=== bus_cycle_sequencer ===
`src/rtl/cisc_bus_pkg.sv`:
```
// Shared definitions for the bus cycle sequencer: T-state codes, sequencer states and the
// dtr_ direction encoding.
package cisc_bus_pkg;

  localparam logic [2:0] T0 = 3'd0;
  localparam logic [2:0] T1 = 3'd1;
  localparam logic [2:0] T2 = 3'd2;
  localparam logic [2:0] T3 = 3'd3;
  localparam logic [2:0] T4 = 3'd4;
  localparam logic [2:0] T5 = 3'd5;
  localparam logic [2:0] T6 = 3'd6;
  localparam logic [2:0] T7 = 3'd7;

  typedef enum logic {StIdle, StCycle} bus_state_e;

  localparam logic DIR_WR = 1'b1;
  localparam logic DIR_RD = 1'b0;

endpackage

```
`src/rtl/bus_wait_timer.sv`:
```
// Wait-state counter for T5: counts cycles with ready low and flags the cycle on which the
// MAX_WAIT-th wait would be reached so the sequencer can force-advance.
module bus_wait_timer #(
  parameter int unsigned MAX_WAIT = 15
) (
  input  logic clk,
  input  logic rst_n,
  input  logic in_t5,
  input  logic ready,
  output logic expired
);

  localparam int unsigned CntW = (MAX_WAIT < 2) ? 1 : $clog2(MAX_WAIT);

  logic [CntW-1:0] count_q;

  assign expired = in_t5 && !ready && (count_q == CntW'(MAX_WAIT - 1));

  // Held at zero outside T5, so every entry to T5 starts a fresh count.
  always_ff @(posedge clk or negedge rst_n) begin
    if (!rst_n) begin
      count_q <= '0;
    end else if (!in_t5) begin
      count_q <= '0;
    end else if (!ready && !expired) begin
      count_q <= count_q + 1'b1;
    end
  end

endmodule

```
`src/rtl/bus_cycle_sequencer.sv`:
```
// Sequences single-word read/write requests through the eight-T-state bus cycle and owns the
// AD bus. Optional wait-state timeout is enabled by defining BUS_WAIT_TIMEOUT_EN.
module bus_cycle_sequencer
  import cisc_bus_pkg::*;
#(
  parameter int unsigned MAX_WAIT = 15
) (
  input  logic        clk,
  input  logic        rst_n,
  input  logic        req,
  input  logic        req_wr,
  input  logic [15:0] req_addr,
  input  logic [15:0] req_wdata,
  output logic        ack,
  output logic [15:0] rdata,
  output logic        busy,
  output logic        err,
  input  logic        ready,
  output logic [2:0]  t_state,
  output logic        busint,
  output logic        dtr_,
  output logic [15:0] ad_out,
  output logic        ad_oe,
  input  logic [15:0] ad_in
);

  bus_state_e  state_q;
  logic [15:0] wdata_q;
  logic        wr_q;
  logic        timed_out_q;
  logic        err_q;
  logic        accept;
  logic        in_t5;
  logic        expired;

  assign in_t5  = (state_q == StCycle) && (t_state == T5);
  assign accept = req && ((state_q == StIdle) || (t_state == T7));

`ifdef BUS_WAIT_TIMEOUT_EN
  bus_wait_timer #(
    .MAX_WAIT (MAX_WAIT)
  ) u_wait_timer (
    .clk     (clk),
    .rst_n   (rst_n),
    .in_t5   (in_t5),
    .ready   (ready),
    .expired (expired)
  );

  assign err = err_q;
`else
  logic unused_cfg;

  assign expired    = 1'b0;
  assign err        = 1'b0;
  assign unused_cfg = ^{MAX_WAIT, err_q, timed_out_q};
`endif

  always_ff @(posedge clk or negedge rst_n) begin
    if (!rst_n) begin
      state_q     <= StIdle;
      t_state     <= T0;
      busint      <= 1'b0;
      busy        <= 1'b0;
      dtr_        <= DIR_RD;
      ack         <= 1'b0;
      err_q       <= 1'b0;
      rdata       <= 16'h0000;
      ad_out      <= 16'h0000;
      ad_oe       <= 1'b0;
      wdata_q     <= 16'h0000;
      wr_q        <= 1'b0;
      timed_out_q <= 1'b0;
    end else begin
      ack   <= 1'b0;
      err_q <= 1'b0;
      if (accept) begin
        // Covers both a fresh start from IDLE and a back-to-back start out of T7.
        state_q     <= StCycle;
        t_state     <= T0;
        busint      <= 1'b1;
        busy        <= 1'b1;
        dtr_        <= req_wr ? DIR_WR : DIR_RD;
        wdata_q     <= req_wdata;
        wr_q        <= req_wr;
        ad_out      <= req_addr;
        ad_oe       <= 1'b1;
        timed_out_q <= 1'b0;
      end else if (state_q == StCycle) begin
        unique case (t_state)
          T1: begin
            t_state <= T2;
            ad_oe   <= wr_q;
            ad_out  <= wr_q ? wdata_q : 16'h0000;
          end
          T5: begin
            if (ready) begin
              t_state <= T6;
              if (!wr_q) begin
                rdata <= ad_in;
              end
            end else if (expired) begin
              t_state     <= T6;
              timed_out_q <= 1'b1;
            end
          end
          T6: begin
            t_state <= T7;
            ack     <= 1'b1;
            err_q   <= timed_out_q;
          end
          T7: begin
            state_q <= StIdle;
            t_state <= T0;
            busint  <= 1'b0;
            busy    <= 1'b0;
            dtr_    <= DIR_RD;
            ad_out  <= 16'h0000;
            ad_oe   <= 1'b0;
          end
          default: t_state <= t_state + 3'd1;
        endcase
      end
    end
  end

endmodule

```
`config.mk`:
```
export PLATFORM = sky130hd
export DESIGN_NAME = bus_cycle_sequencer
export DESIGN_NICKNAME = d
export VERILOG_FILES = /design/src/rtl/cisc_bus_pkg.sv /design/src/rtl/bus_wait_timer.sv /design/src/rtl/bus_cycle_sequencer.sv
export SDC_FILE = /design/constraint.sdc
export NUM_CORES = 1
export LEC_CHECK = 0
export CAP_MARGIN = 20
export CORE_ASPECT_RATIO = 1.25
export CORE_MARGIN = 4
export CORE_UTILIZATION = 48
export CTS_CLUSTER_DIAMETER = 40
export DETAILED_ROUTE_END_ITERATION = 12
export PLACE_DENSITY = 0.85
export SLEW_MARGIN = 15
export SYNTH_ARGS = -nofsm -noshare
export SYNTH_HDL_FRONTEND = slang
export SYNTH_HIERARCHICAL = 1
export SYNTH_SLANG_ARGS = --single-unit
```
`constraint.sdc`:
```
create_clock -name clk -period 3.4 [get_ports clk]
set_clock_uncertainty 0.05 [all_clocks]
set_input_delay 0.85 -clock clk [delete_from_list [all_inputs] [get_ports clk]]
set_output_delay 0.85 -clock clk [all_outputs]
set_load 0.01 [all_outputs]
```
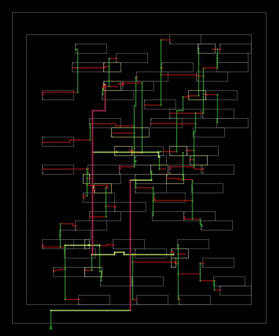
bus_cycle_sequencer: clock wiring as the flow saved it
power in the clock group: 0.660 mW
seq_cells: 57
clk latency late pin: 330 ps
total number of clock tree sinks: 57

==> reports/summary.log <==
[status] run status complete, no violations
[synth] cell count in the Yosys report 256
[synth] dominant cell by count in the synthesized netlist nand2_1
[synth] post-synthesis async set-or-reset flop share 100.0%
[cells_and_area] flip-flop and latch area 1426 um2
[synth] XOR/XNOR Fraction of Synth Area 0%
[synth] combinational family with the most area after synthesis simple AND/OR/NAND/NOR gates
[synth] Post-synth seq share 54.16%
[setup_path] R2R Setup Slk 1120 ps
[die] number of top-level pins 94
[synth] most frequent cells after synthesis nand2_1 (71), dfrtp_1 (57), nor2_1 (22)
[place] total placed cells including tap cells 400
[setup_path] number of buffers and inverters on the critical path 1
[detailed_routing] vias per cell 5.122
[synth] post-synthesis area per instance 10.29 um2
[synth] Distinct lib cells used 34
[synth] Post-synth regs 57
[setup_path] number of cells on the critical path 5
[detailed_routing] top sig layer met4
[final_timing] final worst slack 982.5 ps
[clocking] CTS tree yes
[cells_and_area] Inserted Diodes 0
[clocking] cell at the root of the clock tree clkbuf_8
[setup_path] FF-to-FF path depth 6
[detailed_routing] total wirelength of the detailed-routed design 6661 um
[detailed_routing] post-detailed-route wirelength per cell 15.97 um
[cells_and_area] clock tree cell share of total cell area 5.513%
[global_routing] All-Layer GR Usage 20.69%
[pwr] switching share of total power 34.97%
[global_routing] most used routing layer met2
[final_timing] Setup TNS Final 0 ps
[synth] fraction of the mapped netlist area in simple logic gates 21.71%
[clocking] post-cts resize count 0
[detailed_routing] detailed-routing iteration count for the pre-antenna-repair pass 4

=== key_onehot_capture ===
key_onehot_capture, floorplan with the power grid:
The bar under the picture is 20 um long. Pins as bars on the die edge.
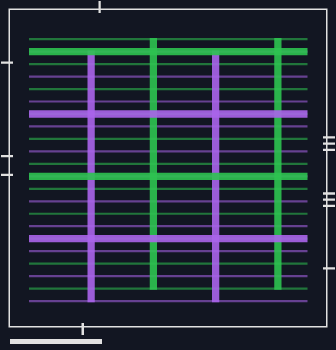
$ cat src/rtl/key_enc_pkg.sv
// rtl/key_enc_pkg.sv - shared constants, FSM encoding and priority pick for the key/encoder path
package key_enc_pkg;

  localparam int N_KEYS = 4;

  typedef enum logic [1:0] {
    IDLE = 2'd0,
    HOLD = 2'd1,
    GAP  = 2'd2
  } state_e;

  localparam logic [N_KEYS-1:0] ONEHOT_IDLE = 4'b0000;

  // Highest set index wins; returns a one-hot mask, or zero when nothing is requested.
  function automatic logic [N_KEYS-1:0] pick_highest(input logic [N_KEYS-1:0] req);
    logic [N_KEYS-1:0] sel;
    sel = '0;
    for (int i = 0; i < N_KEYS; i++) begin
      if (req[i]) begin
        sel    = '0;
        sel[i] = 1'b1;
      end
    end
    return sel;
  endfunction

endpackage

$ cat src/rtl/key_debounce.sv
// rtl/key_debounce.sv - 2-FF synchroniser and counter debounce for one key, emits a one-cycle rise pulse
module key_debounce #(
  parameter int DEB_CYCLES = 16
) (
  input  logic clk,
  input  logic rst_n,
  input  logic key_i,
  output logic rise_o
);

  localparam int CNT_W = $clog2(DEB_CYCLES);
  localparam logic [CNT_W-1:0] CNT_LAST = CNT_W'(DEB_CYCLES - 1);

  logic             sync1_q, sync2_q;
  logic             level_q, level_d;
  logic [CNT_W-1:0] cnt_q, cnt_d;
  logic             differs, at_limit;

  assign differs  = (sync2_q != level_q);
  assign at_limit = (cnt_q == CNT_LAST);

  always_comb begin
    cnt_d   = '0;
    level_d = level_q;
    if (differs) begin
      if (at_limit) begin
        level_d = sync2_q;
      end else begin
        cnt_d = cnt_q + CNT_W'(1);
      end
    end
  end

  // Pulses on the same edge the debounced level goes 0->1.
  assign rise_o = differs && at_limit && sync2_q;

  always_ff @(posedge clk or negedge rst_n) begin
    if (!rst_n) begin
      sync1_q <= 1'b0;
      sync2_q <= 1'b0;
      level_q <= 1'b0;
      cnt_q   <= '0;
    end else begin
      sync1_q <= key_i;
      sync2_q <= sync1_q;
      level_q <= level_d;
      cnt_q   <= cnt_d;
    end
  end

endmodule

$ cat src/rtl/key_onehot_capture.sv
// rtl/key_onehot_capture.sv - debounced key presses to held one-hot codes with ack handshake
// Optional sticky overflow output when KEY_OVERFLOW_FLAG_EN is defined.
module key_onehot_capture
  import key_enc_pkg::*;
#(
  parameter int DEB_CYCLES = 16
) (
  input  logic              clk,
  input  logic              rst_n,
  input  logic [N_KEYS-1:0] key_in,
  output logic [N_KEYS-1:0] onehot_out,
  output logic              onehot_valid,
`ifdef KEY_OVERFLOW_FLAG_EN
  output logic              overflow,
`endif
  input  logic              onehot_ack
);

  logic [N_KEYS-1:0] rise;
  logic [N_KEYS-1:0] pending_q, pending_d;
  logic [N_KEYS-1:0] grant, clr;
  logic [N_KEYS-1:0] out_q, out_d;
  logic              valid_q, valid_d;
  state_e            state_q, state_d;

  for (genvar k = 0; k < N_KEYS; k++) begin : g_key
    key_debounce #(
      .DEB_CYCLES(DEB_CYCLES)
    ) u_deb (
      .clk   (clk),
      .rst_n (rst_n),
      .key_i (key_in[k]),
      .rise_o(rise[k])
    );
  end

  assign grant = pick_highest(pending_q);

  // A press landing on the same edge its bit is served stays pending.
  assign pending_d = (pending_q & ~clr) | rise;

  always_comb begin
    state_d = state_q;
    case (state_q)
      IDLE:    if (|pending_q) state_d = HOLD;
      HOLD:    if (onehot_ack) state_d = GAP;
      GAP:     state_d = IDLE;
      default: state_d = IDLE;
    endcase
  end

  always_comb begin
    out_d   = out_q;
    valid_d = valid_q;
    clr     = '0;
    case (state_q)
      IDLE: begin
        if (|pending_q) begin
          out_d   = grant;
          valid_d = 1'b1;
          clr     = grant;
        end else begin
          out_d   = ONEHOT_IDLE;
          valid_d = 1'b0;
        end
      end
      HOLD: begin
        if (onehot_ack) begin
          out_d   = ONEHOT_IDLE;
          valid_d = 1'b0;
        end
      end
      default: begin
        out_d   = ONEHOT_IDLE;
        valid_d = 1'b0;
      end
    endcase
  end

  always_ff @(posedge clk or negedge rst_n) begin
    if (!rst_n) begin
      state_q   <= IDLE;
      pending_q <= '0;
      out_q     <= ONEHOT_IDLE;
      valid_q   <= 1'b0;
    end else begin
      state_q   <= state_d;
      pending_q <= pending_d;
      out_q     <= out_d;
      valid_q   <= valid_d;
    end
  end

  assign onehot_out   = out_q;
  assign onehot_valid = valid_q;

`ifdef KEY_OVERFLOW_FLAG_EN
  logic overflow_q;

  always_ff @(posedge clk or negedge rst_n) begin
    if (!rst_n) begin
      overflow_q <= 1'b0;
    end else if (|(rise & pending_q & ~clr)) begin
      overflow_q <= 1'b1;
    end
  end

  assign overflow = overflow_q;
`endif

endmodule
$ cat config.mk
export PLATFORM = sky130hd
export DESIGN_NAME = key_onehot_capture
export DESIGN_NICKNAME = d
export VERILOG_FILES = /design/src/rtl/key_enc_pkg.sv /design/src/rtl/key_debounce.sv /design/src/rtl/key_onehot_capture.sv
export SDC_FILE = /design/constraint.sdc
export NUM_CORES = 1
export LEC_CHECK = 0
export CAP_MARGIN = 5
export CELL_PAD_IN_SITES_DETAIL_PLACEMENT = 1
export CELL_PAD_IN_SITES_GLOBAL_PLACEMENT = 1
export CORE_MARGIN = 4
export CORE_UTILIZATION = 41
export CTS_CLUSTER_SIZE = 40
export DETAILED_ROUTE_END_ITERATION = 8
export PLACE_DENSITY = 0.73
export SKIP_CTS_REPAIR_TIMING = 1
export SLEW_MARGIN = 40
export SYNTH_ARGS = -nofsm -noshare
export SYNTH_HDL_FRONTEND = slang
export SYNTH_SLANG_ARGS = --single-unit
$ cat constraint.sdc
create_clock -name clk -period 1.3 [get_ports clk]
set_clock_uncertainty 0.1 [all_clocks]
set_input_delay 0.26 -clock clk [delete_from_list [all_inputs] [get_ports clk]]
set_output_delay 0.26 -clock clk [all_outputs]
set_load 0.02 [all_outputs]
==> reports/summary.log <==
[status] run status complete, but fails checks
[clocking] clk latency late pin 280 ps
[status] violations in the final reports setup timing
[synth] synth warn 0
[final_timing] Worst Hold Slack 247.4 ps
[final_timing] final number of setup-violating endpoints 4
[detailed_routing] tally of nets with antenna violations remaining after routing 0
[synth] XOR/XNOR Fraction of Synth Area 5.181%
[final_timing] Slew @ Worst Pin 416.9 ps
[final_timing] final worst slack -75.40 ps
[detailed_routing] Starting DRT DRC Count 60
[setup_path] R2R Setup Slk -80 ps
[setup_path] worst reg2reg path endpoint pending_q[0]
[place] total placed cells including tap cells 196
[global_routing] pin count of the biggest net entering global routing 27
[cells_and_area] data-path buffer share of cell area in the final layout 14.32%
[pwr] power attributed to combinational cells 0.163 mW
[clocking] CTS tree yes
[final_timing] slew margin rel. 71.84%
About 'floorplan with the power grid' of key_onehot_capture:
- VDD: green
- VSS: purple
- met5 straps: 4
- signal pins: 12
- met1 rails: 22



==> notes/layouts.md <==
Pictures saved along the way, in no particular order.

Cell classes on the final placement.
(a)
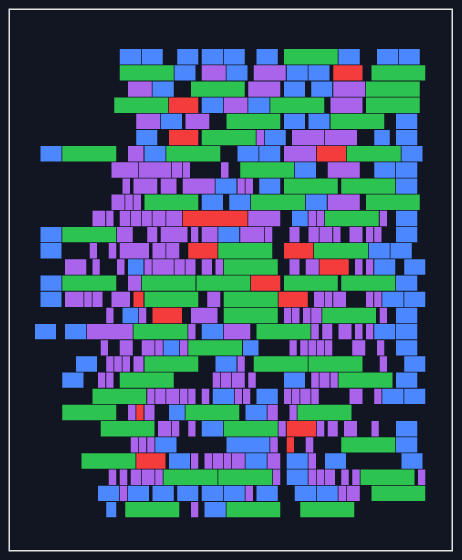
(b)
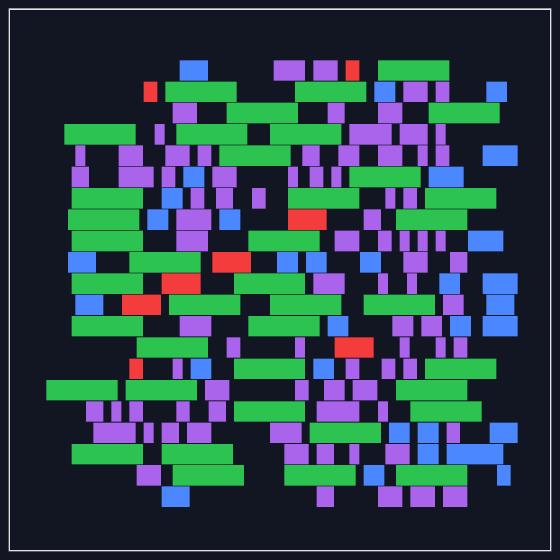
- most sequential cells: (a)
- most cells: (a)
(b) -> key_onehot_capture
(a) -> bus_cycle_sequencer

Key to (a):
- other buffers and delay cells: blue (cells 100; share of their area 27%)
- flops: green (cells 57; share of their area 39%)
- combinational and other logic: purple (cells 182; share of their area 29%)
- clock drivers and dummy loads: red (cells 16; share of their area 5.6%)

Power figures rest on the tool's default switching activity, not on a simulated workload.
